=== down_timer ===
[src/rtl/timer_pkg.sv]
// Shared types and default sizes for the down_timer block.
package timer_pkg;

    localparam int TIMER_WIDTH      = 8;
    localparam int TIMER_PRESCALE_W = 4;

    typedef enum logic [1:0] {
        IDLE   = 2'b00,
        RUN    = 2'b01,
        PAUSED = 2'b10,
        DONE   = 2'b11
    } t_timer_state;

endpackage

[src/rtl/tick_prescaler.sv]
// Clock divider for the timer: emits a combinational tick every prescale+1
// enabled clocks; pcnt wraps naturally if prescale drops below it mid-run.
module tick_prescaler
    import timer_pkg::*;
#(
    parameter int PRESCALE_W = TIMER_PRESCALE_W
) (
    input  logic                  clk,
    input  logic                  rstn,
    input  logic                  en,
    input  logic                  clr,
    input  logic [PRESCALE_W-1:0] prescale,
    output logic                  tick
);

    logic [PRESCALE_W-1:0] pcnt;

    assign tick = en && (pcnt == prescale);

    always_ff @(posedge clk or negedge rstn) begin
        if (!rstn) begin
            pcnt <= '0;
        end else if (clr) begin
            pcnt <= '0;
        end else if (en) begin
            if (pcnt == prescale) pcnt <= '0;
            else                  pcnt <= pcnt + 1'b1;
        end
    end

endmodule

[src/rtl/down_timer.sv]
// Loadable prescaled down-counter with one-shot / auto-reload modes and a
// registered one-cycle terminal-count pulse.
module down_timer
    import timer_pkg::*;
#(
    parameter int WIDTH      = TIMER_WIDTH,
    parameter int PRESCALE_W = TIMER_PRESCALE_W
) (
    input  logic                  clk,
    input  logic                  rstn,
    input  logic                  load,
    input  logic [WIDTH-1:0]      load_val,
    input  logic                  start,
    input  logic                  stop,
    input  logic                  auto_reload,
    input  logic [PRESCALE_W-1:0] prescale,
    output logic [WIDTH-1:0]      count,
    output logic                  busy,
    output logic                  done,
    output logic                  tc
);

    t_timer_state     state, state_n;
    logic [WIDTH-1:0] reload, reload_n, count_n;
    logic             tc_n;
    logic             clr;
    logic             en;
    logic             tick;

    // A stop or load in this cycle freezes/clears the prescaler instead.
    assign en = (state == RUN) && !stop && !load;

    tick_prescaler #(
        .PRESCALE_W (PRESCALE_W)
    ) u_presc (
        .clk      (clk),
        .rstn     (rstn),
        .en       (en),
        .clr      (clr),
        .prescale (prescale),
        .tick     (tick)
    );

    always_comb begin
        state_n  = state;
        count_n  = count;
        reload_n = reload;
        tc_n     = 1'b0;
        clr      = 1'b0;
        if (load) begin
            reload_n = load_val;
            count_n  = load_val;
            state_n  = IDLE;
            clr      = 1'b1;
        end else if (stop && state == RUN) begin
            state_n = PAUSED;
        end else if (start && state != RUN) begin
            state_n = RUN;
            if (state == DONE) begin
                count_n = reload;
                clr     = 1'b1;
            end
        end else if (state == RUN && tick) begin
            if (count > WIDTH'(1)) begin
                count_n = count - 1'b1;
            end else begin
                tc_n = 1'b1;
                if (auto_reload) begin
                    count_n = reload;
                end else begin
                    count_n = '0;
                    state_n = DONE;
                end
            end
        end
    end

    always_ff @(posedge clk or negedge rstn) begin
        if (!rstn) begin
            state  <= IDLE;
            count  <= '0;
            reload <= '0;
            tc     <= 1'b0;
        end else begin
            state  <= state_n;
            count  <= count_n;
            reload <= reload_n;
            tc     <= tc_n;
        end
    end

    assign busy = (state == RUN);
    assign done = (state == DONE);

endmodule

[config.mk]
export PLATFORM = sky130hd
export DESIGN_NAME = down_timer
export DESIGN_NICKNAME = d
export VERILOG_FILES = /design/src/rtl/timer_pkg.sv /design/src/rtl/tick_prescaler.sv /design/src/rtl/down_timer.sv
export SDC_FILE = /design/constraint.sdc
export NUM_CORES = 1
export LEC_CHECK = 0
export ABC_AREA = 1
export CORE_UTILIZATION = 49
export CTS_BUF_LIST = sky130_fd_sc_hd__clkbuf_4 sky130_fd_sc_hd__clkbuf_8
export DETAILED_ROUTE_END_ITERATION = 10
export PLACE_DENSITY = 0.79
export SLEW_MARGIN = 20
export SYNTH_ARGS = -nofsm -noshare
export SYNTH_HDL_FRONTEND = slang
export SYNTH_HIERARCHICAL = 1
export SYNTH_SLANG_ARGS = --single-unit
[constraint.sdc]
create_clock -name clk -period 1.5 [get_ports clk]
set_input_delay 0.3 -clock clk [delete_from_list [all_inputs] [get_ports clk]]
set_output_delay 0.3 -clock clk [all_outputs]
set_load 0.02 [all_outputs]
down_timer, floorplan with the power grid:
Scale bar: 20 µm. Pins as bars on the die edge.
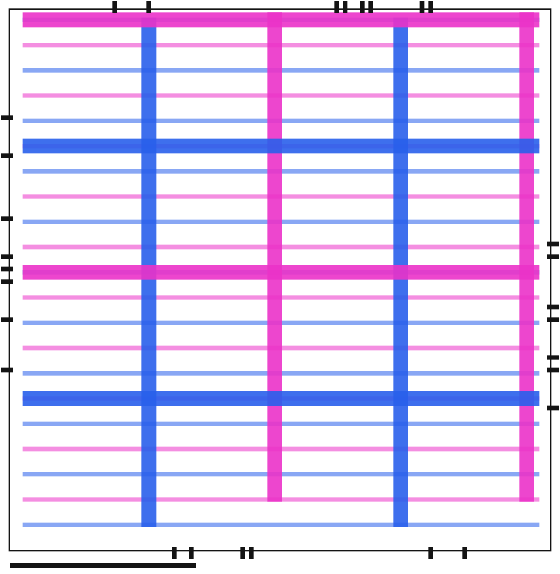
[magenta] VDD
[blue] VSS
met4 straps: 4
rows: 20
signal pins: 29
met5 straps: 4
Peak supply drop: 0.559 mV
die height: 58.2 µm

==> flow_metrics.env <==
# yosys + openroad results
export IMPL_fmax_mhz=588
export IMPL_grt_usage_pct=23.2
export IMPL_p_seq_share_pct=44.6
export IMPL_violations="negative setup slack"
export IMPL_fin_ws_ns=-0.199
export IMPL_use_met3_pct=2.46
export IMPL_n_all_buffers=63
export IMPL_first_pass_iters=4
export IMPL_r2r_start="state[1]$_DFFE_PN0P_"
export IMPL_path_cells="inv_2 -> nand2_4 -> nor3_4 -> inv_2 -> nor2_4 -> nand4_4 -> nand2_4 -> nand3_2 -> nor2_1 -> nor2_1"
export IMPL_wl_mm=3.92
export IMPL_maxCapViolations=0
export IMPL_cp_end_kind="register"
export IMPL_setup_viol=10
export IMPL_crit_reg2reg_capture="count[1]$_DFFE_PN0P_"
export IMPL_synthToLayoutAreaGrowth_pct=45.4
export IMPL_clock_buffers=4
export IMPL_cp_depth=10
export IMPL_status="finished, violations left"
export IMPL_clk_pin_slew_ns=0.12
down_timer, cell classes on the final placement:
Scale bar: 20 µm.
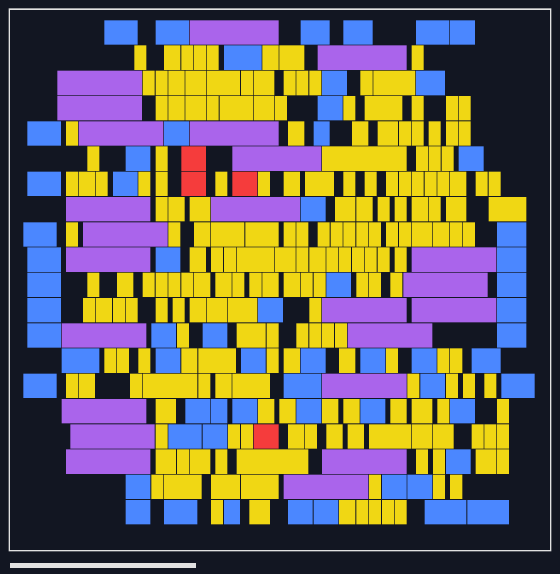
[blue] other buffers and delay cells | cells: 63 | share of their area: 24%
[yellow] combinational and other logic | cells: 209 | share of their area: 48%
[purple] flops | cells: 23 | share of their area: 27%
[red] clock drivers and dummy loads | cells: 4 | share of their area: 1.4%
fin util: 74.3%
Seq/total area: 25.9%
post-route cell area: 2250 µm²

## cells by family after synthesis
family          synth area share, %
xor+xnor                      0.566
fa+ha+maj                      2.43
flops                          37.2
simple gates                   40.9
compound gates                 8.01
buf+inv                        10.8
## sequential cells by signal, indices dropped and copies added, names as in the netlist
name / cells
count: 8
reload: 8
state: 2
tc: 1
u_presc/pcnt: 4
## what timing repair did
item / CTS / global route
setup endpoints to repair: 21 / 15
resized: 27 / 17
pin swaps: 11 / 8
buffers inserted: 2 / 5
gates cloned: 1 / 0
hold buffers: 0 / 0

=== icache_fill ===
`src/rtl/icache_fill_pkg.sv`:
```
// Shared types and constants for the instruction-cache fill block.
package icache_fill_pkg;
    localparam int XLEN = 32;

    localparam logic [1:0] BUS_NONE = 2'h0;
    localparam logic [1:0] BUS_LOAD = 2'h1;

    // Widest tag, reached with the smallest legal cache (2 lines).
    localparam int TAG_MAX_W = XLEN - 4;

    typedef enum logic [1:0] {
        IDLE = 2'd0,
        REQ  = 2'd1,
        WAIT = 2'd2
    } fill_state_e;

    typedef struct packed {
        logic                 valid;
        logic [TAG_MAX_W-1:0] tag;
    } icache_line_t;
endpackage

```
`src/rtl/icache_mem.sv`:
```
// Direct-mapped line storage: one combinational read port, one synchronous write port.
module icache_mem
    import icache_fill_pkg::*;
#(
    parameter int LINES = 32,
    parameter int IDX_W = $clog2(LINES)
) (
    input  logic                 clock,
    input  logic                 reset,
    input  logic [IDX_W-1:0]     rd_idx_i,
    output icache_line_t         rd_line_o,
    output logic [63:0]          rd_data_o,
    input  logic                 wr_en_i,
    input  logic [IDX_W-1:0]     wr_idx_i,
    input  logic [TAG_MAX_W-1:0] wr_tag_i,
    input  logic [63:0]          wr_data_i
);
    logic [LINES-1:0]     valid_q;
    logic [TAG_MAX_W-1:0] tag_q  [LINES];
    logic [63:0]          data_q [LINES];

    always_ff @(posedge clock) begin
        if (!reset)
            valid_q <= '0;
        else if (wr_en_i)
            valid_q[wr_idx_i] <= 1'b1;
    end

    // Tag and data contents are meaningless until their valid bit is set.
    always_ff @(posedge clock) begin
        if (wr_en_i) begin
            tag_q[wr_idx_i]  <= wr_tag_i;
            data_q[wr_idx_i] <= wr_data_i;
        end
    end

    assign rd_line_o.valid = valid_q[rd_idx_i];
    assign rd_line_o.tag   = tag_q[rd_idx_i];
    assign rd_data_o       = data_q[rd_idx_i];
endmodule

```
`src/rtl/icache_fill.sv`:
```
// Instruction cache lookup with a single-outstanding-miss fill FSM.
module icache_fill
    import icache_fill_pkg::*;
#(
    parameter int ICACHE_LINES = 32
) (
    input  logic            clock,
    input  logic            reset,
    input  logic [XLEN-1:0] proc2Icache_addr,
    output logic [63:0]     Icache_data_out,
    output logic            Icache_valid_out,
    output logic [1:0]      Icache2ctrl_command,
    output logic [XLEN-1:0] Icache2ctrl_addr,
    input  logic [3:0]      ctrl2Icache_response,
    input  logic [63:0]     ctrl2Icache_data,
    input  logic [3:0]      ctrl2Icache_tag,
    input  logic            dcache_request
);
    localparam int IDX_W = $clog2(ICACHE_LINES);
    localparam int TAG_W = XLEN - 3 - IDX_W;

    fill_state_e     state_q, state_d;
    logic [XLEN-1:0] miss_addr_q, miss_addr_d;
    logic [3:0]      pend_tag_q, pend_tag_d;

    logic [IDX_W-1:0] rd_idx;
    logic [TAG_W-1:0] rd_tag;
    icache_line_t     rd_line;
    logic             hit;
    logic             wr_en;

    assign rd_idx = proc2Icache_addr[IDX_W+2:3];
    assign rd_tag = proc2Icache_addr[XLEN-1:IDX_W+3];

    logic unused_offset;
    assign unused_offset = ^proc2Icache_addr[2:0];

    icache_mem #(.LINES(ICACHE_LINES), .IDX_W(IDX_W)) u_mem (
        .clock    (clock),
        .reset    (reset),
        .rd_idx_i (rd_idx),
        .rd_line_o(rd_line),
        .rd_data_o(Icache_data_out),
        .wr_en_i  (wr_en),
        .wr_idx_i (miss_addr_q[IDX_W+2:3]),
        .wr_tag_i (TAG_MAX_W'(miss_addr_q[XLEN-1:IDX_W+3])),
        .wr_data_i(ctrl2Icache_data)
    );

    assign hit              = rd_line.valid && (rd_line.tag == TAG_MAX_W'(rd_tag));
    assign Icache_valid_out = hit;

    always_ff @(posedge clock) begin
        if (!reset) begin
            state_q     <= IDLE;
            miss_addr_q <= '0;
            pend_tag_q  <= '0;
        end else begin
            state_q     <= state_d;
            miss_addr_q <= miss_addr_d;
            pend_tag_q  <= pend_tag_d;
        end
    end

    always_comb begin
        state_d             = state_q;
        miss_addr_d         = miss_addr_q;
        pend_tag_d          = pend_tag_q;
        Icache2ctrl_command = BUS_NONE;
        Icache2ctrl_addr    = '0;
        wr_en               = 1'b0;
        case (state_q)
            IDLE: begin
                if (!hit) begin
                    miss_addr_d = {proc2Icache_addr[XLEN-1:3], 3'b000};
                    state_d     = REQ;
                end
            end
            REQ: begin
                Icache2ctrl_command = BUS_LOAD;
                Icache2ctrl_addr    = miss_addr_q;
                // While the Dcache owns the bus the response is its grant, not ours.
                if (!dcache_request && ctrl2Icache_response != 4'd0) begin
                    pend_tag_d = ctrl2Icache_response;
                    state_d    = WAIT;
                end
            end
            WAIT: begin
                if (ctrl2Icache_tag != 4'd0 && ctrl2Icache_tag == pend_tag_q) begin
                    wr_en      = 1'b1;
                    pend_tag_d = 4'd0;
                    state_d    = IDLE;
                end
            end
            default: state_d = IDLE;
        endcase
    end
endmodule

```
`config.mk`:
```
export PLATFORM = sky130hd
export DESIGN_NAME = icache_fill
export DESIGN_NICKNAME = d
export VERILOG_FILES = /design/src/rtl/icache_fill_pkg.sv /design/src/rtl/icache_mem.sv /design/src/rtl/icache_fill.sv
export SDC_FILE = /design/constraint.sdc
export NUM_CORES = 2
export LEC_CHECK = 0
export CAP_MARGIN = 20
export CORE_MARGIN = 4
export CORE_UTILIZATION = 50
export CTS_CLUSTER_DIAMETER = 60
export CTS_CLUSTER_SIZE = 20
export DETAILED_ROUTE_END_ITERATION = 10
export PLACE_DENSITY = 0.66
export SLEW_MARGIN = 0
export SYNTH_ARGS = -nofsm -noshare
export SYNTH_HDL_FRONTEND = slang
export SYNTH_SLANG_ARGS = --single-unit
```
`constraint.sdc`:
```
create_clock -name clock -period 16.1 [get_ports clock]
set_input_delay 3.22 -clock clock [delete_from_list [all_inputs] [get_ports clock]]
set_output_delay 3.22 -clock clock [all_outputs]
set_load 0.01 [all_outputs]
```
icache_fill, floorplan with the power grid:
Scale bar: 100 µm. Pins as bars on the die edge.
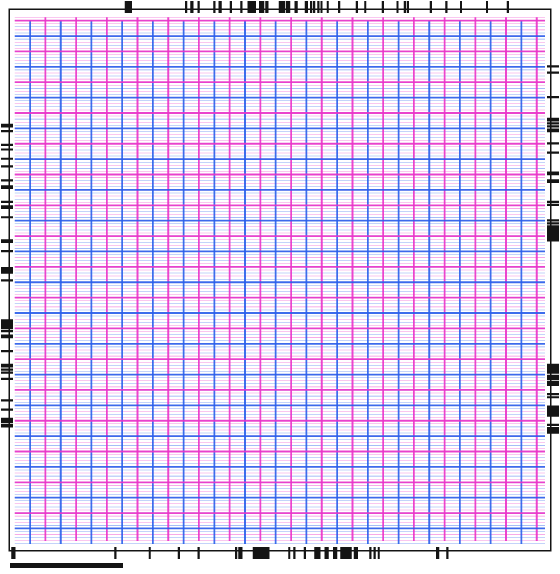
[magenta] VDD
[blue] VSS
met1 rails: 172
met4 straps: 34
signal pins: 206
met5 straps: 34
Peak supply drop: 0.121 mV
die height: 477 µm
Core Box Area: 218000 µm²

icache_fill, cell classes on the final placement:
Scale bar: 100 µm.
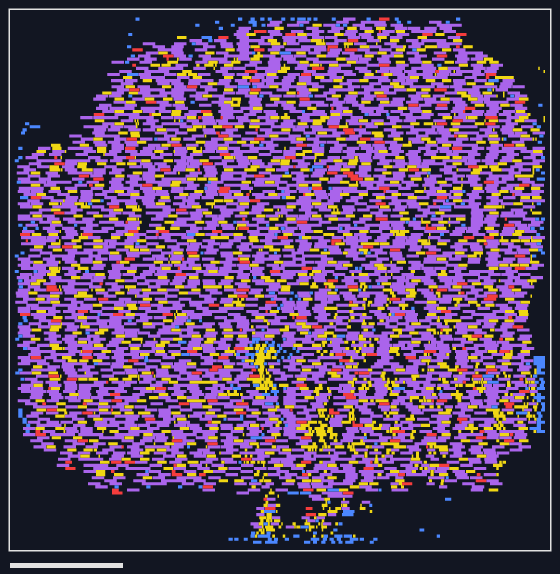
[red] clock drivers and dummy loads | cells: 294 | share of their area: 4.9%
[purple] flops | cells: 2883 | share of their area: 72%
[yellow] combinational and other logic | cells: 1584 | share of their area: 20%
[blue] other buffers and delay cells | cells: 349 | share of their area: 3.2%
Seq/total area: 70.3%
post-route cell area: 122000 µm²
Rows: 171
fin util: 56.1%

==> flow_metrics.env <==
# yosys + openroad results
export IMPL_final_cells=7972
export IMPL_setup_viol=0
export IMPL_busiest_layer="met2"
export IMPL_comb_cell_share_pct=19.0
export IMPL_reg_largest_list="u_mem.data_q x2048, u_mem.tag_q x768, u_mem.valid_q x32"
export IMPL_grt_overflow=0
export IMPL_fin_ws_ns=4.52
export IMPL_cts_setup_buffers=0
export IMPL_detail_route_antenna_nets=0
export IMPL_post_cts_resized=0
export IMPL_synth_edff_count=2816
export IMPL_clk_share_pct=4.73
export IMPL_seq_cells=2883
export IMPL_die_area_um2=228000
export IMPL_tap_cells=2854
export IMPL_antenna_found_initial=21
export IMPL_setup_tns_ns=0
export IMPL_p_seq_share_pct=59.6
export IMPL_synthTopCellsByArea="edfxtp_1 (77%), mux4_2 (17%), dfxtp_1 (1.2%)"
export IMPL_relSlewSlack_pct=24.9
export IMPL_status="complete, no violations"
export IMPL_crit_family="buffers and inverters"
export IMPL_rsz0062_at_grt="false"
export IMPL_antennaDiodeCount=8
export IMPL_wl_mm=269
export IMPL_ios=206
icache_fill, clock wires, drivers and flops:
Scale bar: 100 µm.
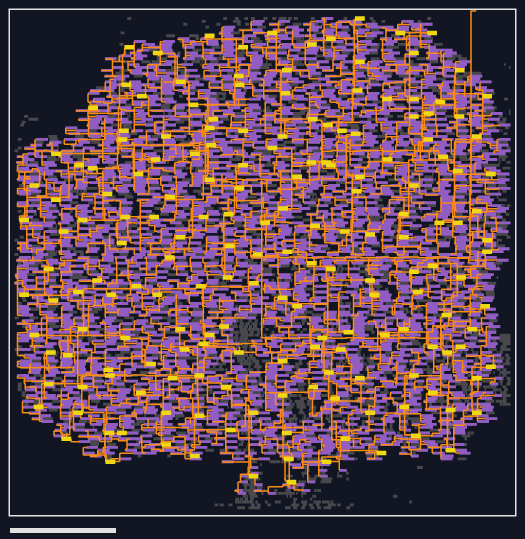
[orange] clock wires | length: 29.1 mm
[purple] flip-flops | count: 2883
[yellow] clock drivers | count: 182
flops lie: all over the die
routed clock nets: 183
Clk pwr share: 35.0%
P_clk: 4.86 mW

## stage by stage
stage / instance area [µm²] / power, mW / util [%]
final: 122000 / 13.9 / 56.1
after detailed placement: 116000 / 9.18 / 53.1
after floorplan: 110000 / 8.87 / -
after global routing: 122000 / 14.3 / 56.1
after global placement: 116000 / 9.16 / 53.1
after CTS: 122000 / 14.0 / 55.8
## power groups by stage
stage	clock network, mW	logic [mW]	registers, mW
floorplan	0	0.421	8.45
global placement	0	0.690	8.48
detailed placement	0	0.705	8.48
CTS	4.94	0.707	8.30
global route	5.24	0.806	8.28
finish	4.86	0.752	8.27

=== uart_byte_receiver ===
File: config.mk
export PLATFORM = sky130hd
export DESIGN_NAME = uart_byte_receiver
export DESIGN_NICKNAME = d
export VERILOG_FILES = /design/src/rtl/uart_pkg.sv /design/src/rtl/rx_synchronizer.sv /design/src/rtl/uart_byte_receiver.sv
export SDC_FILE = /design/constraint.sdc
export NUM_CORES = 1
export LEC_CHECK = 0
export ABC_AREA = 1
export CAP_MARGIN = 20
export CORE_MARGIN = 10
export CORE_UTILIZATION = 50
export DETAILED_ROUTE_END_ITERATION = 10
export PLACE_DENSITY = 0.82
export SYNTH_ARGS = -nofsm -noshare
export SYNTH_HDL_FRONTEND = slang
export SYNTH_SLANG_ARGS = --single-unit
File: constraint.sdc
create_clock -name clk -period 1.4 [get_ports clk]
set_input_delay 0.28 -clock clk [delete_from_list [all_inputs] [get_ports clk]]
set_output_delay 0.28 -clock clk [all_outputs]
set_load 0.01 [all_outputs]
File: src/rtl/uart_pkg.sv
// Shared definitions for the UART byte receiver.
// Parity support is selected at build time with UART_RX_PARITY_EN.
package uart_pkg;

  localparam int unsigned DATA_BITS = 8;

  // Even parity: XOR of the data bits and the parity bit must be 0.
`ifdef UART_RX_PARITY_EN
  localparam bit PARITY_EN = 1'b1;
`else
  localparam bit PARITY_EN = 1'b0;
`endif

  typedef enum logic [2:0] {
    S_IDLE,
    S_START,
    S_DATA,
    S_PARITY,
    S_STOP,
    S_BREAK
  } rx_state_e;

endpackage

File: src/rtl/rx_synchronizer.sv
// Two-flop synchronizer for the asynchronous rx pin; resets to the idle level (1).
module rx_synchronizer (
  input  logic clk,
  input  logic rst_n,
  input  logic d,
  output logic q
);

  logic s1_q, s1_d;
  logic s2_q, s2_d;

  // Next values: plain two-stage shift.
  always_comb begin
    s1_d = d;
    s2_d = s1_q;
  end

  // Synchronizer flops, idle-high after reset.
  always_ff @(posedge clk or negedge rst_n) begin
    if (!rst_n) begin
      s1_q <= 1'b1;
      s2_q <= 1'b1;
    end else begin
      s1_q <= s1_d;
      s2_q <= s2_d;
    end
  end

  assign q = s2_q;

endmodule

File: src/rtl/uart_byte_receiver.sv
// 8N1 serial byte receiver feeding the hex display stage.
// Build option: define UART_RX_PARITY_EN for 8E1 frames with a parityError strobe.
module uart_byte_receiver
  import uart_pkg::*;
#(
  parameter int unsigned CLKS_PER_BIT = 5208,
  parameter int unsigned CNT_W        = 13
) (
  input  logic       clk,
  input  logic       rst_n,
  input  logic       rx,
  output logic [7:0] data,
  output logic       update,
  output logic       frameError,
  output logic       parityError
);

  localparam logic [CNT_W-1:0] HALF_M1  = CNT_W'(CLKS_PER_BIT / 2 - 1);
  localparam logic [CNT_W-1:0] BIT_M1   = CNT_W'(CLKS_PER_BIT - 1);
  localparam logic [2:0]       LAST_BIT = 3'(DATA_BITS - 1);

  logic rx_s;

  rx_synchronizer u_sync (
    .clk   (clk),
    .rst_n (rst_n),
    .d     (rx),
    .q     (rx_s)
  );

  rx_state_e            state_q, state_d;
  logic [CNT_W-1:0]     cnt_q, cnt_d;
  logic [2:0]           bit_q, bit_d;
  logic [DATA_BITS-1:0] shift_q, shift_d;
  logic [7:0]           data_q, data_d;
  logic                 update_q, update_d;
  logic                 ferr_q, ferr_d;
`ifdef UART_RX_PARITY_EN
  logic                 perr_q, perr_d;
  logic                 par_bad_q, par_bad_d;
`endif

  // Next-state, sampling and strobe generation; strobes are registered so they
  // appear the cycle after the stop-bit sample, when the FSM is already in IDLE.
  always_comb begin
    state_d  = state_q;
    cnt_d    = cnt_q + CNT_W'(1);
    bit_d    = bit_q;
    shift_d  = shift_q;
    data_d   = data_q;
    update_d = 1'b0;
    ferr_d   = 1'b0;
`ifdef UART_RX_PARITY_EN
    perr_d    = 1'b0;
    par_bad_d = par_bad_q;
`endif

    case (state_q)
      S_IDLE: begin
        cnt_d = '0;
        if (!rx_s) state_d = S_START;
      end

      S_START: begin
        if (cnt_q == HALF_M1) begin
          cnt_d = '0;
          if (!rx_s) begin
            state_d = S_DATA;
            bit_d   = '0;
          end else begin
            state_d = S_IDLE;
          end
        end
      end

      S_DATA: begin
        if (cnt_q == BIT_M1) begin
          cnt_d   = '0;
          shift_d = {rx_s, shift_q[DATA_BITS-1:1]};
          if (bit_q == LAST_BIT) begin
            bit_d   = '0;
            state_d = PARITY_EN ? S_PARITY : S_STOP;
          end else begin
            bit_d = bit_q + 3'd1;
          end
        end
      end

      S_PARITY: begin
`ifdef UART_RX_PARITY_EN
        if (cnt_q == BIT_M1) begin
          cnt_d     = '0;
          par_bad_d = ^{shift_q, rx_s};
          state_d   = S_STOP;
        end
`else
        cnt_d   = '0;
        state_d = S_IDLE;
`endif
      end

      S_STOP: begin
        if (cnt_q == BIT_M1) begin
          cnt_d = '0;
          if (rx_s) begin
`ifdef UART_RX_PARITY_EN
            if (par_bad_q) begin
              perr_d = 1'b1;
            end else begin
              update_d = 1'b1;
              data_d   = shift_q;
            end
`else
            update_d = 1'b1;
            data_d   = shift_q;
`endif
            state_d = S_IDLE;
          end else begin
            // Bad stop bit wins over any parity result.
            ferr_d  = 1'b1;
            state_d = S_BREAK;
          end
        end
      end

      S_BREAK: begin
        cnt_d = '0;
        if (rx_s) state_d = S_IDLE;
      end

      default: begin
        cnt_d   = '0;
        state_d = S_IDLE;
      end
    endcase
  end

  // State and output registers; reset aborts any frame in progress.
  always_ff @(posedge clk or negedge rst_n) begin
    if (!rst_n) begin
      state_q  <= S_IDLE;
      cnt_q    <= '0;
      bit_q    <= '0;
      shift_q  <= '0;
      data_q   <= '0;
      update_q <= 1'b0;
      ferr_q   <= 1'b0;
`ifdef UART_RX_PARITY_EN
      perr_q    <= 1'b0;
      par_bad_q <= 1'b0;
`endif
    end else begin
      state_q  <= state_d;
      cnt_q    <= cnt_d;
      bit_q    <= bit_d;
      shift_q  <= shift_d;
      data_q   <= data_d;
      update_q <= update_d;
      ferr_q   <= ferr_d;
`ifdef UART_RX_PARITY_EN
      perr_q    <= perr_d;
      par_bad_q <= par_bad_d;
`endif
    end
  end

  assign data       = data_q;
  assign update     = update_q;
  assign frameError = ferr_q;
`ifdef UART_RX_PARITY_EN
  assign parityError = perr_q;
`else
  assign parityError = 1'b0;
`endif

endmodule

uart_byte_receiver, floorplan with the power grid:
Scale bar: 20 µm. Pins as bars on the die edge.
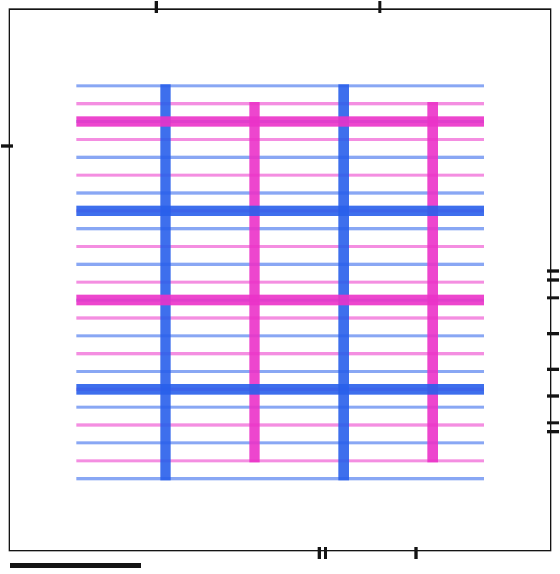
[magenta] VDD
[blue] VSS
signal pins: 14
met1 rails: 23
met5 straps: 4
met4 straps: 4
overall die width: 82.3 µm
Core Box Area: 3720 µm²
die height: 82.3 µm
Peak supply drop: 0.622 mV

uart_byte_receiver, cell classes on the final placement:
Scale bar: 20 µm.
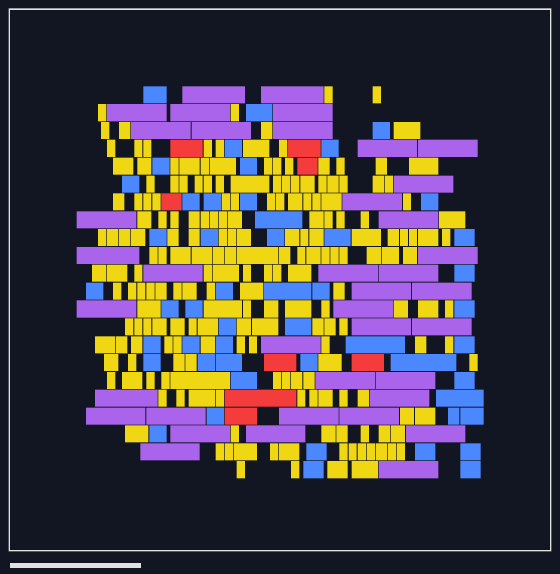
[purple] flops | cells: 39 | share of their area: 36%
[red] clock drivers and dummy loads | cells: 8 | share of their area: 4.3%
[yellow] combinational and other logic | cells: 204 | share of their area: 42%
[blue] other buffers and delay cells | cells: 50 | share of their area: 18%
Rows: 22
Seq/total area: 35.4%

uart_byte_receiver, clock wires, drivers and flops:
Scale bar: 20 µm.
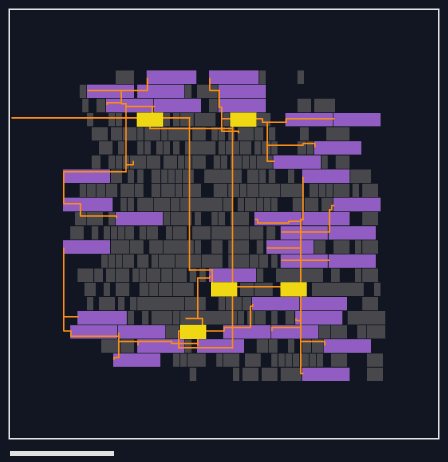
[purple] flip-flops | count: 39
[yellow] clock drivers | count: 5
[orange] clock wires | length: 474 µm
routed clock nets: 6
Clk pwr share: 44.9%
clock latency on the worst-skew pair: 0.30 ns
clock skew: 0.00591 ns

## repair_timing
item,CTS,global route
cloned,1,1
setup endpoints to repair,42,35
hold buffers,1,0
pin swaps,10,8
resized,30,43
setup buffers,5,2
hold endpoints to repair,14,0
## logic make-up (layout without fill, tap and decap cells)
family | after synthesis | in the layout | share of synthesized area (%)
AND-OR/OR-AND | 17 | 17 | 4.58
AND/OR/NAND/NOR | 144 | 144 | 32.4
other | 1 | 1 | 0.193
adder cells (fa/ha/maj) | 3 | 3 | 1.94
buffers and inverters | 37 | 92 | 8.19
XOR/XNOR | 5 | 5 | 2.26
flip-flops | 39 | 39 | 50.5
==> flow_metrics.env <==
# yosys + openroad results
export IMPL_fin_ws_ns=-0.0861
export IMPL_largest_reg_flops=13
export IMPL_synth_edff_count=0
export IMPL_portBuffers=12
export IMPL_cts_sinks=39
export IMPL_yosysCellCount=246
export IMPL_clock_buffers=5
export IMPL_detail_route_antenna_nets=0
export IMPL_wl_mm=4.94
export IMPL_numSynthFlops=39
export IMPL_status="finished, violations left"
export IMPL_wl_met2_mm=2.73
export IMPL_n_all_buffers=50
export IMPL_nNetsFinal=306
export IMPL_cp_end_kind="register"
export IMPL_antenna_found_initial=0
export IMPL_hold_end="u_sync.q$_DFF_PN1_"
export IMPL_arrival_ns=1.71
export IMPL_setup_viol=15
export IMPL_clk_pin_slew_ns=0.08
export IMPL_pg_clk_uw=964
export IMPL_crit_family="simple AND/OR/NAND/NOR gates"
export IMPL_grt_usage_pct=15.0
export IMPL_p_seq_share_pct=52.7
export IMPL_violations="negative setup slack"
export IMPL_reg2regPathDepth=9
export IMPL_met1Wirelength_mm=1.86
export IMPL_path_cells="clkinv_2 -> nand2_1 -> nor2_2 -> nand3_4 -> nor3_4 -> buf_12 -> buf_12 -> nand2_1 -> o21ai_1"

=== traffic_ctrl ===
[config.mk]
export PLATFORM = sky130hd
export DESIGN_NAME = traffic_ctrl
export DESIGN_NICKNAME = d
export VERILOG_FILES = /design/src/rtl/traffic_ctrl.sv
export SDC_FILE = /design/constraint.sdc
export NUM_CORES = 1
export LEC_CHECK = 0
export CAP_MARGIN = 20
export CORE_UTILIZATION = 40
export DETAILED_ROUTE_END_ITERATION = 10
export GPL_ROUTABILITY_DRIVEN = 1
export HOLD_SLACK_MARGIN = 0.15
export PLACE_DENSITY = 0.65
export SETUP_SLACK_MARGIN = 0.4
export SYNTH_ARGS = -nofsm -noshare
export SYNTH_HDL_FRONTEND = slang
export SYNTH_SLANG_ARGS = --single-unit
[constraint.sdc]
create_clock -name clk -period 2.2 [get_ports clk]
set_input_delay 0.44 -clock clk [delete_from_list [all_inputs] [get_ports clk]]
set_output_delay 0.44 -clock clk [all_outputs]
set_load 0.005 [all_outputs]
[src/rtl/traffic_ctrl.sv]
// traffic_ctrl: two-road signal sequencer with optional pedestrian walk phase and night flash mode.
// Latency: lamps and phase are decoded from registered state; the first change appears one clk after the deciding edge.
// Backpressure: none; inputs are sampled every cycle, and a pedestrian request is held pending until WALK is entered.
// Build option: define TRAFFIC_PED_REQ_EN to make WALK conditional on a pending request.
// Without it, ped_req is ignored and WALK follows every R2Y.
module traffic_ctrl #(
  parameter int unsigned G_CYC = 10,
  parameter int unsigned Y_CYC = 3,
  parameter int unsigned W_CYC = 5,
  parameter int unsigned F_CYC = 2,
  parameter int unsigned CNT_W = 8
) (
  input  logic       clk,
  input  logic       rst,
  input  logic       night,
  input  logic       ped_req,
  output logic       Road1_G,
  output logic       Road1_Y,
  output logic       Road1_R,
  output logic       Road2_G,
  output logic       Road2_Y,
  output logic       Road2_R,
  output logic       Walk_G,
  output logic       Walk_R,
  output logic [2:0] phase
);

  typedef enum logic [2:0] {
    S_R1G   = 3'd0,
    S_R1Y   = 3'd1,
    S_R2G   = 3'd2,
    S_R2Y   = 3'd3,
    S_WALK  = 3'd4,
    S_FLASH = 3'd5
  } state_t;

  // Last counter value of each phase.
  // In FLASH, the counter measures one blink half-period instead.
  localparam logic [CNT_W-1:0] G_LAST = CNT_W'(G_CYC - 1);
  localparam logic [CNT_W-1:0] Y_LAST = CNT_W'(Y_CYC - 1);
  localparam logic [CNT_W-1:0] W_LAST = CNT_W'(W_CYC - 1);
  localparam logic [CNT_W-1:0] F_LAST = CNT_W'(F_CYC - 1);

  state_t             state_q, state_d;
  logic [CNT_W-1:0]   cnt_q, cnt_d;
  logic [CNT_W-1:0]   last_cnt;
  logic               phase_end;
  logic               blink_q, blink_d;
  logic               walk_due;

`ifdef TRAFFIC_PED_REQ_EN
  logic ped_pend_q, ped_pend_d;

  assign walk_due = ped_pend_q;

  // A request latches outside WALK.
  // Entering WALK serves it, and that clear wins over a same-cycle request.
  always_comb begin
    ped_pend_d = ped_pend_q;
    if (state_d == S_WALK && state_q != S_WALK) begin
      ped_pend_d = 1'b0;
    end else if (ped_req && state_q != S_WALK) begin
      ped_pend_d = 1'b1;
    end
  end

  // Pending-request register.
  always_ff @(posedge clk) begin
    if (rst) begin
      ped_pend_q <= 1'b0;
    end else begin
      ped_pend_q <= ped_pend_d;
    end
  end
`else
  logic unused_ped_req;

  assign unused_ped_req = ped_req;
  assign walk_due       = 1'b1;
`endif

  // Select the terminal count of the current phase.
  always_comb begin
    last_cnt = G_LAST;
    case (state_q)
      S_R1G, S_R2G: last_cnt = G_LAST;
      S_R1Y, S_R2Y: last_cnt = Y_LAST;
      S_WALK:       last_cnt = W_LAST;
      S_FLASH:      last_cnt = F_LAST;
      default:      last_cnt = G_LAST;
    endcase
  end

  assign phase_end = (cnt_q == last_cnt);

  // Next state, phase counter and blink.
  // Night mode is honoured only at the end of a yellow or walk phase, so a green is never cut short.
  always_comb begin
    state_d = state_q;
    cnt_d   = cnt_q + CNT_W'(1);
    blink_d = 1'b0;
    case (state_q)
      S_R1G: begin
        if (phase_end) state_d = S_R1Y;
      end
      S_R1Y: begin
        if (phase_end) state_d = night ? S_FLASH : S_R2G;
      end
      S_R2G: begin
        if (phase_end) state_d = S_R2Y;
      end
      S_R2Y: begin
        if (phase_end) begin
          if (night)         state_d = S_FLASH;
          else if (walk_due) state_d = S_WALK;
          else               state_d = S_R1G;
        end
      end
      S_WALK: begin
        if (phase_end) state_d = night ? S_FLASH : S_R1G;
      end
      S_FLASH: begin
        if (!night) begin
          state_d = S_R1G;
          cnt_d   = '0;
        end else if (phase_end) begin
          cnt_d   = '0;
          blink_d = ~blink_q;
        end else begin
          blink_d = blink_q;
        end
      end
      default: begin
        state_d = S_R1G;
        cnt_d   = '0;
      end
    endcase
    if (state_q != S_FLASH && phase_end) begin
      cnt_d = '0;
    end
    if (state_q != S_FLASH && state_d == S_FLASH) begin
      blink_d = 1'b1;
    end
  end

  // State register; reset returns to the start of road 1 green from any phase.
  always_ff @(posedge clk) begin
    if (rst) begin
      state_q <= S_R1G;
      cnt_q   <= '0;
      blink_q <= 1'b0;
    end else begin
      state_q <= state_d;
      cnt_q   <= cnt_d;
      blink_q <= blink_d;
    end
  end

  // Moore lamp decode.
  // Outside FLASH, exactly one lamp per road and one walk lamp is lit.
  always_comb begin
    Road1_G = 1'b0;
    Road1_Y = 1'b0;
    Road1_R = 1'b0;
    Road2_G = 1'b0;
    Road2_Y = 1'b0;
    Road2_R = 1'b0;
    Walk_G  = 1'b0;
    Walk_R  = 1'b1;
    case (state_q)
      S_R1G: begin
        Road1_G = 1'b1;
        Road2_R = 1'b1;
      end
      S_R1Y: begin
        Road1_Y = 1'b1;
        Road2_R = 1'b1;
      end
      S_R2G: begin
        Road1_R = 1'b1;
        Road2_G = 1'b1;
      end
      S_R2Y: begin
        Road1_R = 1'b1;
        Road2_Y = 1'b1;
      end
      S_WALK: begin
        Road1_R = 1'b1;
        Road2_R = 1'b1;
        Walk_G  = 1'b1;
        Walk_R  = 1'b0;
      end
      S_FLASH: begin
        Road1_Y = blink_q;
        Road2_Y = blink_q;
      end
      default: begin
        Road1_R = 1'b1;
        Road2_R = 1'b1;
      end
    endcase
  end

  assign phase = state_q;

endmodule

traffic_ctrl, floorplan with the power grid:
Scale bar: 10 µm. Pins as bars on the die edge.
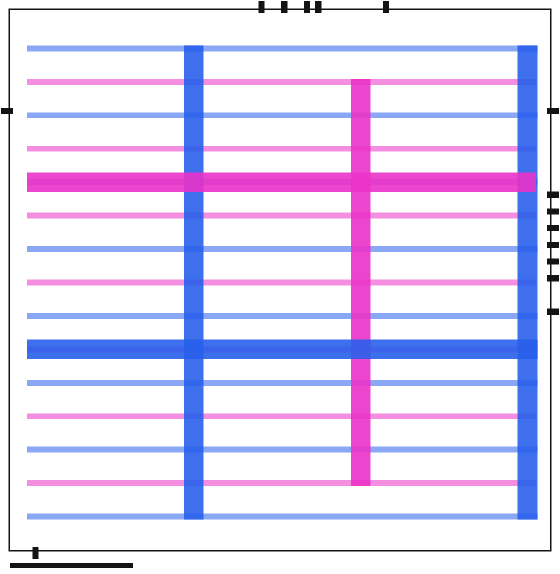
[magenta] VDD
[blue] VSS
met1 rails: 15
met4 straps: 3
met5 straps: 2
die height: 43.9 µm
Core Box Area: 1580 µm²
Peak supply drop: 0.706 mV

traffic_ctrl, cell classes on the final placement:
Scale bar: 10 µm.
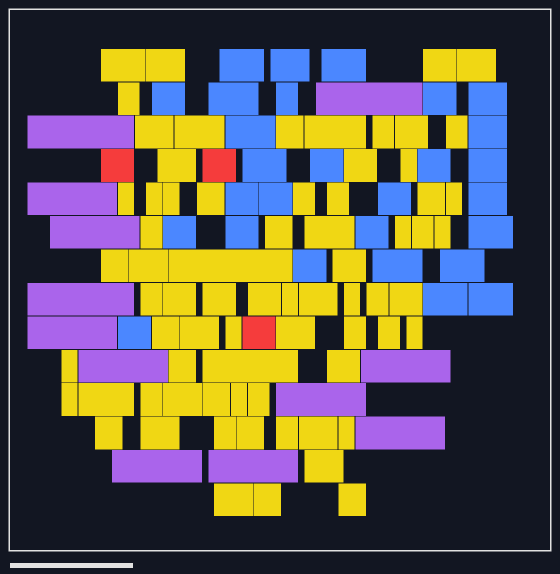
[blue] other buffers and delay cells | cells: 28 | share of their area: 24%
[purple] flops | cells: 12 | share of their area: 25%
[yellow] combinational and other logic | cells: 71 | share of their area: 49%
[red] clock drivers | cells: 3 | share of their area: 2.2%
fin util: 65.5%
Seq/total area: 24.4%
Rows: 14

==> flow_metrics.env <==
# yosys + openroad results
export IMPL_status="finished, violations left"
export IMPL_violations="design-rule violations"
export IMPL_grt_max_degree=12
export IMPL_muxShareOfSynthArea_pct=0
export IMPL_cp_endpoint="phase[0]$_SDFF_PP0_"
export IMPL_worst_path_most_repeated_cell="buf_6"
export IMPL_n_all_inverters=5
export IMPL_wl_per_cell_um=12.8
export IMPL_insertion_delay_ns=0.27
export IMPL_n_all_buffers=28
export IMPL_fin_ws_ns=0.206
export IMPL_hold_viol_final=0
export IMPL_die_w_um=43.9
export IMPL_first_global_vias=603
export IMPL_via_count=706
export IMPL_p_leak_nw=0.423
export IMPL_post_route_drc_count=1
export IMPL_fp_nets=92
export IMPL_async_flop_share_pct=0
export IMPL_seq_cells=12
export IMPL_cp_start_kind="register"
export IMPL_fa_ha_area_share_pct=1.78
export IMPL_die_area_um2=1930
export IMPL_comb_cell_share_pct=45.9
export IMPL_postSynthCellCount=87
export IMPL_mostFrequentLayoutCells="buf_4 (12), dfxtp_1 (9), nor2_1 (7), nand3_1 (7), clkdlybuf4s50_1 (7)"
export IMPL_detail_route_antenna_nets=0
## metal layers
metal | vias to the layer above | track usage [%] | wire length (µm)
li1 | 361 | - | -
met1 | 323 | 26.3 | 799
met2 | 20 | 28.4 | 770
met3 | 2 | 4.17 | 78
met4 | 0 | 5.45 | 13
met5 | - | 0 | 0
## registers in the layout, summed over array words and instances (netlist names)
register / count
blink_q: 1
cnt_q: 8
phase: 3
## where the power goes
group          total, mW  internal, mW  leakage [nW]  switching [mW]
sequential         0.330         0.261        0.0996          0.0686
clock              0.133        0.0633        0.0138          0.0695
combinational      0.610         0.354         0.310           0.256

=== regfile_wb_arbiter ===
regfile_wb_arbiter, cell placement:
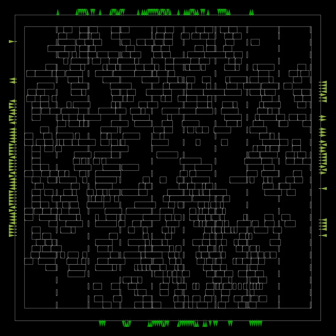
[config.mk]
export PLATFORM = sky130hd
export DESIGN_NAME = regfile_wb_arbiter
export DESIGN_NICKNAME = d
export VERILOG_FILES = /design/src/rtl/regfile_wb_arbiter.sv
export SDC_FILE = /design/constraint.sdc
export NUM_CORES = 1
export LEC_CHECK = 0
export CAP_MARGIN = 20
export CELL_PAD_IN_SITES_DETAIL_PLACEMENT = 0
export CELL_PAD_IN_SITES_GLOBAL_PLACEMENT = 2
export CORE_MARGIN = 4
export CORE_UTILIZATION = 24
export DETAILED_ROUTE_END_ITERATION = 12
export PLACE_DENSITY_LB_ADDON = 0.25
export RECOVER_POWER = 50
export SLEW_MARGIN = 40
export SYNTH_ARGS = -nofsm -noshare
export SYNTH_HDL_FRONTEND = slang
export SYNTH_SLANG_ARGS = --single-unit
[constraint.sdc]
create_clock -name clk -period 2.6 [get_ports clk]
set_clock_uncertainty 0.1 [all_clocks]
set_input_delay 0.39 -clock clk [delete_from_list [all_inputs] [get_ports clk]]
set_output_delay 0.39 -clock clk [all_outputs]
set_load 0.02 [all_outputs]
[src/rtl/regfile_wb_arbiter.sv]
// rtl/regfile_wb_arbiter.sv - two-requester writeback arbiter for the register-file write port
// Grants one valid/ready writeback per cycle and registers it onto A3/WD3/WE3 or the PC-load port.
module regfile_wb_arbiter #(
   parameter int DATA_W = 32,
   parameter int ADDR_W = 4,
   parameter int PC_REG = 15
) (
   input  logic                 clk,
   input  logic                 rst,
   input  logic                 hold,
   input  logic                 flush,
   input  logic                 req0_valid,
   input  logic [ADDR_W-1:0]    req0_addr,
   input  logic [DATA_W-1:0]    req0_data,
   output logic                 req0_ready,
   input  logic                 req1_valid,
   input  logic [ADDR_W-1:0]    req1_addr,
   input  logic [DATA_W-1:0]    req1_data,
   output logic                 req1_ready,
   output logic                 WE3,
   output logic [ADDR_W-1:0]    A3,
   output logic [DATA_W-1:0]    WD3,
   output logic                 pc_we,
   output logic [DATA_W-1:0]    pc_wdata,
   output logic [(2**ADDR_W)-1:0] pending_mask
);

   localparam int NREG = 2**ADDR_W;
   localparam logic [ADDR_W-1:0] PC_ADDR = ADDR_W'(PC_REG);

   logic                rr_ptr;
   logic                we_q;
   logic                pc_we_q;
   logic [ADDR_W-1:0]   a3_q;
   logic [DATA_W-1:0]   wd3_q;
   logic [DATA_W-1:0]   pc_wdata_q;

   logic                blocked;
   logic                both;
   logic                gnt0;
   logic                gnt1;
   logic                fire;
   logic [ADDR_W-1:0]   sel_addr;
   logic [DATA_W-1:0]   sel_data;
   logic                sel_is_pc;

   function automatic logic [NREG-1:0] onehot(input logic [ADDR_W-1:0] a);
      logic [NREG-1:0] v;
      v    = '0;
      v[a] = 1'b1;
      return v;
   endfunction

   // Same-address conflicts always go to req0 so the younger value is written last.
   always_comb begin
      blocked   = rst | flush | hold;
      both      = req0_valid & req1_valid;
      gnt0      = ~blocked & req0_valid &
                  (~req1_valid | (req0_addr == req1_addr) | ~rr_ptr);
      gnt1      = ~blocked & req1_valid & ~gnt0;
      fire      = gnt0 | gnt1;
      sel_addr  = gnt1 ? req1_addr : req0_addr;
      sel_data  = gnt1 ? req1_data : req0_data;
      sel_is_pc = (sel_addr == PC_ADDR);
   end

   assign req0_ready = gnt0;
   assign req1_ready = gnt1;

   always_ff @(posedge clk) begin
      if (rst) begin
         rr_ptr     <= 1'b0;
         we_q       <= 1'b0;
         pc_we_q    <= 1'b0;
         a3_q       <= '0;
         wd3_q      <= '0;
         pc_wdata_q <= '0;
      end else begin
         we_q    <= fire & ~sel_is_pc;
         pc_we_q <= fire & sel_is_pc;
         if (fire && !sel_is_pc) begin
            a3_q  <= sel_addr;
            wd3_q <= sel_data;
         end
         if (fire && sel_is_pc) begin
            pc_wdata_q <= sel_data;
         end
         // Pointer moves to the loser, only when both were competing.
         if (fire && both) begin
            rr_ptr <= gnt0;
         end
      end
   end

   // flush kills the write sitting in the output stage during the same cycle.
   assign WE3      = we_q & ~flush & ~rst;
   assign pc_we    = pc_we_q & ~flush & ~rst;
   assign A3       = a3_q;
   assign WD3      = wd3_q;
   assign pc_wdata = pc_wdata_q;

   always_comb begin
      pending_mask = '0;
      if (!rst) begin
         if (WE3)        pending_mask = pending_mask | onehot(A3);
         if (pc_we)      pending_mask = pending_mask | onehot(PC_ADDR);
         if (req0_valid) pending_mask = pending_mask | onehot(req0_addr);
         if (req1_valid) pending_mask = pending_mask | onehot(req1_addr);
      end
   end

endmodule
==> flow_metrics.env <==
# yosys + openroad results
export IMPL_status="complete, no violations"
export IMPL_synthTopCellsByCount="dfxtp_1 (71), a21oi_1 (69), a211oi_2 (53)"
export IMPL_r2r_slack_ns=0.57
export IMPL_wl_met2_mm=6.73
export IMPL_fin_ws_ns=0.0630
export IMPL_synthTopCellsByArea="dfxtp_1 (38%), a211oi_2 (18%), mux2i_1 (9.4%)"
export IMPL_worstHoldStart="WD3[3]$_SDFFE_PP0P_"
export IMPL_clk_share_pct=4.88
export IMPL_antennaDiodeCount=0
export IMPL_yosys_cell_types_count=36
export IMPL_top_area_cell="dfxtp_1"
export IMPL_layout_nonclk_buf_share_pct=34.8
export IMPL_first_pass_iters=7
export IMPL_topCombFamilyByArea="AND-OR/OR-AND gates"
export IMPL_via_count=3890
export IMPL_fin_crit_ns=2.54
export IMPL_setup_viol=0
export IMPL_combPwrFrac_pct=19.2
export IMPL_p_switching_uw=790
export IMPL_warnings=26
export IMPL_wl_met3_mm=1.04
export IMPL_clk_pin_slew_ns=0.05
export IMPL_compound_area_share_pct=36.8
About 'cell placement' of regfile_wb_arbiter:
Rows: 45
Core Box Area: 15300 µm²
Seq cells: 71

-- power groups by stage --
stage / registers [mW] / clock network (mW) / logic, mW
6_report: 1.15 / 1.31 / 0.585
3_3_place_gp: 1.17 / 0 / 0.595
3_5_place_dp: 1.17 / 0 / 0.599
4_1_cts: 1.15 / 1.35 / 0.601
5_1_grt: 1.15 / 1.39 / 0.627
2_1_floorplan: 1.21 / 0 / 0.226
-- registers in the layout, indices dropped and copies added, names as in the netlist --
signal    cells
A3            4
WD3          32
pc_wdata     32
pc_we_q       1
rr_ptr        1
we_q          1

=== y86_mem_arbiter ===
y86_mem_arbiter, floorplan with the power grid:
Scale bar: 50 µm. Pins as bars on the die edge.
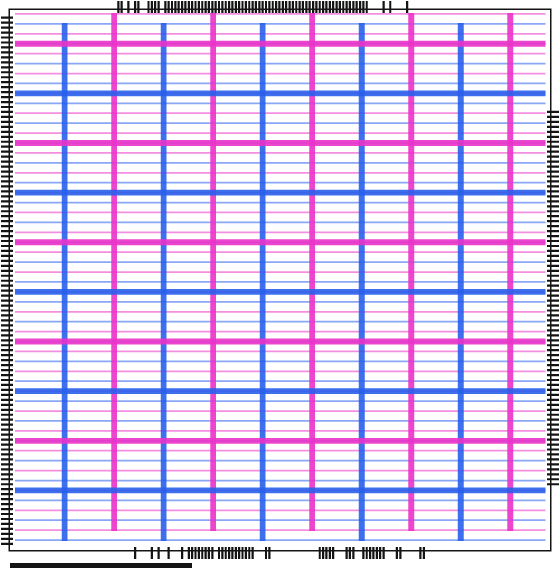
y86_mem_arbiter, cell classes on the final placement:
Scale bar: 50 µm.
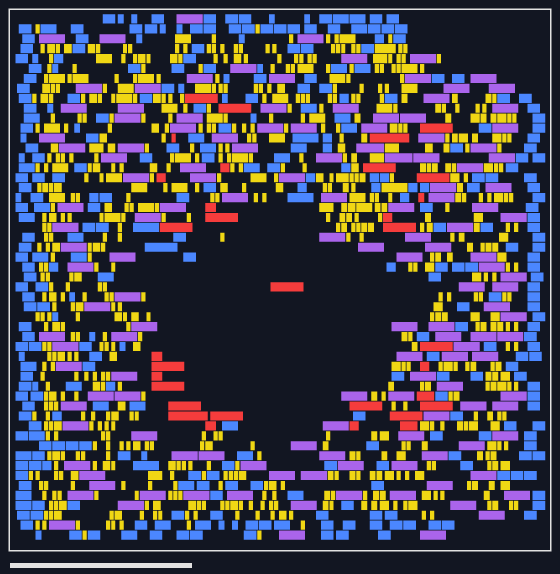
y86_mem_arbiter, clock wires, drivers and flops:
Scale bar: 50 µm.
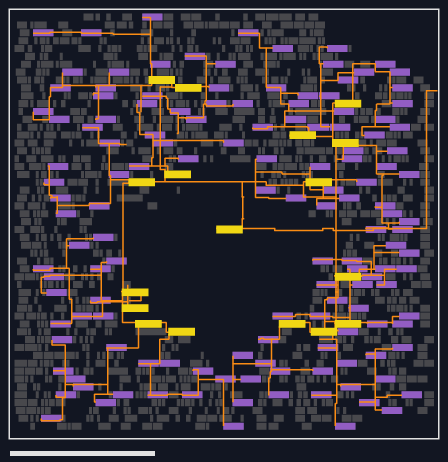
### src/rtl/y86_mem_arbiter.sv
// Two-master arbiter and wait-state sequencer for the y86 single-port memory.
// Build option: define ARB_FIXED_PRIO_EN for fixed m0 priority instead of round-robin.
`timescale 1ns/1ps
module y86_mem_arbiter #(
    parameter int AW          = 32,
    parameter int DW          = 32,
    parameter int WAIT_CYCLES = 1
) (
    input  logic          clk,
    input  logic          rst,
    input  logic          m0_req,
    input  logic          m0_we,
    input  logic [AW-1:0] m0_addr,
    input  logic [DW-1:0] m0_wdata,
    input  logic          m1_req,
    input  logic          m1_we,
    input  logic [AW-1:0] m1_addr,
    input  logic [DW-1:0] m1_wdata,
    output logic          m0_gnt,
    output logic          m1_gnt,
    output logic          m0_rvalid,
    output logic          m1_rvalid,
    output logic [DW-1:0] m0_rdata,
    output logic [DW-1:0] m1_rdata,
    output logic [AW-1:0] mem_A,
    output logic          mem_RE,
    output logic          mem_WE,
    output logic [DW-1:0] mem_out,
    input  logic [DW-1:0] mem_in,
    output logic          busy
);
    typedef enum logic [1:0] {IDLE, ACCESS, DONE} state_t;

    generate
        if (WAIT_CYCLES < 0 || WAIT_CYCLES > 15) begin : g_bad_wait
            $error("y86_mem_arbiter: WAIT_CYCLES must be in 0..15");
        end
    endgenerate

    localparam logic [3:0] LP_WAIT = 4'(WAIT_CYCLES);

    state_t        r_state;
    state_t        w_next;
    logic          r_owner;
    logic          r_we;
    logic [AW-1:0] r_addr;
    logic [DW-1:0] r_wdata;
    logic [DW-1:0] r_rdata0;
    logic [DW-1:0] r_rdata1;
    logic [3:0]    r_cnt;
    logic          r_gnt0;
    logic          r_gnt1;
    logic          w_anyReq;
    logic          w_sel;

    assign w_anyReq = m0_req | m1_req;

`ifdef ARB_FIXED_PRIO_EN
    assign w_sel = ~m0_req;
`else
    logic r_last;

    // The master served last loses the next tie; starts at 1 so m0 wins the first.
    always_ff @(posedge clk) begin
        if (rst)
            r_last <= 1'b1;
        else if (r_state == DONE)
            r_last <= r_owner;
    end

    assign w_sel = (m0_req && m1_req) ? ~r_last : m1_req;
`endif

    always_ff @(posedge clk) begin
        if (rst)
            r_state <= IDLE;
        else
            r_state <= w_next;
    end

    always_comb begin
        w_next    = r_state;
        mem_A     = '0;
        mem_out   = '0;
        mem_RE    = 1'b0;
        mem_WE    = 1'b0;
        m0_rvalid = 1'b0;
        m1_rvalid = 1'b0;
        busy      = 1'b1;
        case (r_state)
            IDLE: begin
                busy = 1'b0;
                if (w_anyReq)
                    w_next = ACCESS;
            end
            ACCESS: begin
                mem_A   = r_addr;
                mem_out = r_wdata;
                mem_RE  = ~r_we;
                mem_WE  = r_we;
                if (r_cnt == 4'd0)
                    w_next = DONE;
            end
            DONE: begin
                m0_rvalid = ~r_owner;
                m1_rvalid = r_owner;
                w_next    = IDLE;
            end
            default: w_next = IDLE;
        endcase
    end

    // Transaction latch, wait counter, grant pulse and per-master read data capture.
    always_ff @(posedge clk) begin
        if (rst) begin
            r_owner  <= 1'b0;
            r_we     <= 1'b0;
            r_addr   <= '0;
            r_wdata  <= '0;
            r_rdata0 <= '0;
            r_rdata1 <= '0;
            r_cnt    <= 4'd0;
            r_gnt0   <= 1'b0;
            r_gnt1   <= 1'b0;
        end else begin
            r_gnt0 <= 1'b0;
            r_gnt1 <= 1'b0;
            case (r_state)
                IDLE: begin
                    if (w_anyReq) begin
                        r_owner <= w_sel;
                        r_we    <= w_sel ? m1_we    : m0_we;
                        r_addr  <= w_sel ? m1_addr  : m0_addr;
                        r_wdata <= w_sel ? m1_wdata : m0_wdata;
                        r_cnt   <= LP_WAIT;
                        r_gnt0  <= ~w_sel;
                        r_gnt1  <= w_sel;
                    end
                end
                ACCESS: begin
                    if (r_cnt == 4'd0) begin
                        if (!r_we) begin
                            if (r_owner)
                                r_rdata1 <= mem_in;
                            else
                                r_rdata0 <= mem_in;
                        end
                    end else begin
                        r_cnt <= r_cnt - 4'd1;
                    end
                end
                default: ;
            endcase
        end
    end

    assign m0_gnt   = r_gnt0;
    assign m1_gnt   = r_gnt1;
    assign m0_rdata = r_rdata0;
    assign m1_rdata = r_rdata1;

endmodule

### config.mk
export PLATFORM = sky130hd
export DESIGN_NAME = y86_mem_arbiter
export DESIGN_NICKNAME = d
export VERILOG_FILES = /design/src/rtl/y86_mem_arbiter.sv
export SDC_FILE = /design/constraint.sdc
export NUM_CORES = 1
export LEC_CHECK = 0
export ABC_AREA = 1
export CAP_MARGIN = 0
export CORE_UTILIZATION = 30
export CTS_CLUSTER_DIAMETER = 80
export CTS_CLUSTER_SIZE = 12
export DETAILED_ROUTE_END_ITERATION = 10
export PLACE_DENSITY = 0.63
export SKIP_CTS_REPAIR_TIMING = 1
export SKIP_LAST_GASP = 1
export SLEW_MARGIN = 0
export SYNTH_ARGS = -nofsm -noshare
export SYNTH_HDL_FRONTEND = slang
export SYNTH_SLANG_ARGS = --single-unit
### constraint.sdc
create_clock -name clk -period 2.1 [get_ports clk]
set_input_delay 0.525 -clock clk [delete_from_list [all_inputs] [get_ports clk]]
set_output_delay 0.525 -clock clk [all_outputs]
set_load 0.01 [all_outputs]
==> flow_metrics.env <==
# yosys + openroad results
export IMPL_relSlewSlack_pct=37.3
export IMPL_grt_use_met2_pct=30.2
export IMPL_post_synth_top_count_cell="nor2_1"
export IMPL_use_met3_pct=6.57
export IMPL_worstHoldStart="r_wdata[30]$_SDFFE_PP0P_"
export IMPL_fmax_mhz=489
export IMPL_crit_reg2reg_capture="m1_rdata[12]$_SDFFE_PP0P_"
export IMPL_portBuffers=300
export IMPL_ios=301
export IMPL_power_mw=8.28
export IMPL_reg2regPathDepth=8
export IMPL_grt_max_degree=65
export IMPL_status="complete, no violations"
export IMPL_ff_type="dfxtp_1"
export IMPL_synthToLayoutAreaGrowth_pct=60.1
export IMPL_top_area_cell="dfxtp_1"
export IMPL_critical_path_buf_inv_count=4
export IMPL_met1_usage_pct=21.1
export IMPL_p_seq_share_pct=37.0
export IMPL_fin_crit_ns=2.05
export IMPL_async_flop_share_pct=0
Notes on 'floorplan with the power grid' of y86_mem_arbiter above:
[magenta] VDD
[blue] VSS
met1 rails: 54
signal pins: 301
met4 straps: 10
rows: 53
met5 straps: 10
overall die width: 148 µm
Core Box Area: 21000 µm²
Peak supply drop: 0.493 mV
die height: 148 µm

Notes on 'cell classes on the final placement' of y86_mem_arbiter above:
[purple] flops | cells: 139 | share of their area: 28%
[red] clock drivers and dummy loads | cells: 32 | share of their area: 6.0%
[yellow] combinational and other logic | cells: 687 | share of their area: 33%
[blue] other buffers and delay cells | cells: 325 | share of their area: 32%
Seq/total area: 27.2%
Rows: 53
post-route cell area: 10200 µm²
fin util: 48.8%

Notes on 'clock wires, drivers and flops' of y86_mem_arbiter above:
[purple] flip-flops | count: 139
[orange] clock wires | length: 2040 µm
[yellow] clock drivers | count: 17
routed clock nets: 18
clock skew: 0.00959 ns
clock latency on the worst-skew pair: 0.42 ns
Clk pwr share: 36.8%
P_clk: 3.05 mW

## final cells by class
type,count,area [µm²],area share (%)
Tap cell,275,344,3.36
Sequential cell,139,2790,27.2
Timing Repair Buffer,325,3200,31.3
Multi-Input combinational cell,560,2820,27.6
Inverter,127,482,4.71
Clock inverter,12,138,1.35
Clock buffer,20,457,4.46
## metrics by stage
step	TNS (ns)	hold WS, ns
floorplan	0	0.442
global placement	-9.53	0.461
detailed placement	-10.95	0.467
CTS	-23.32	0.476
global route	-0.300	0.495
finish	0	0.476


==> layout pictures side by side <==
Cell placement.
image #1
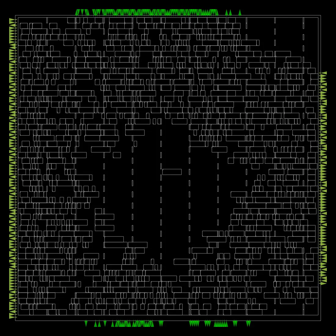
image #2
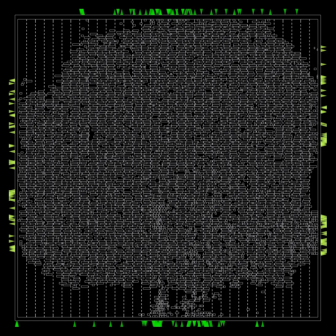
image #3
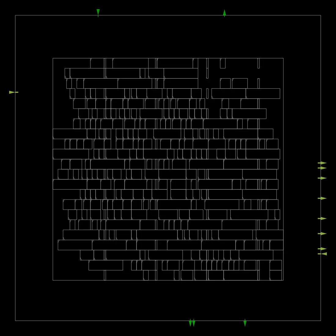
image #4
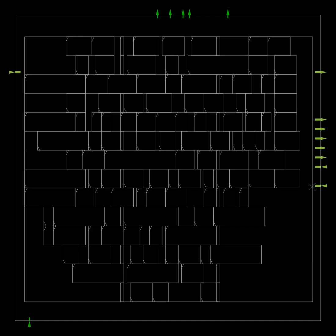
image #5
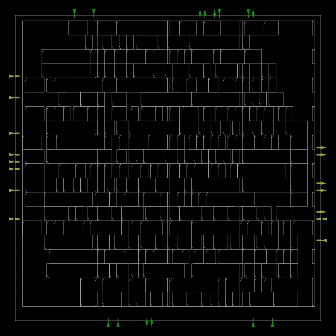
- image #5 = down_timer
- image #2 = icache_fill
- image #3 = uart_byte_receiver
- image #1 = y86_mem_arbiter
- image #4 = traffic_ctrl
- fewest cells: image #4

Power is estimated from default activity; no workload was simulated.
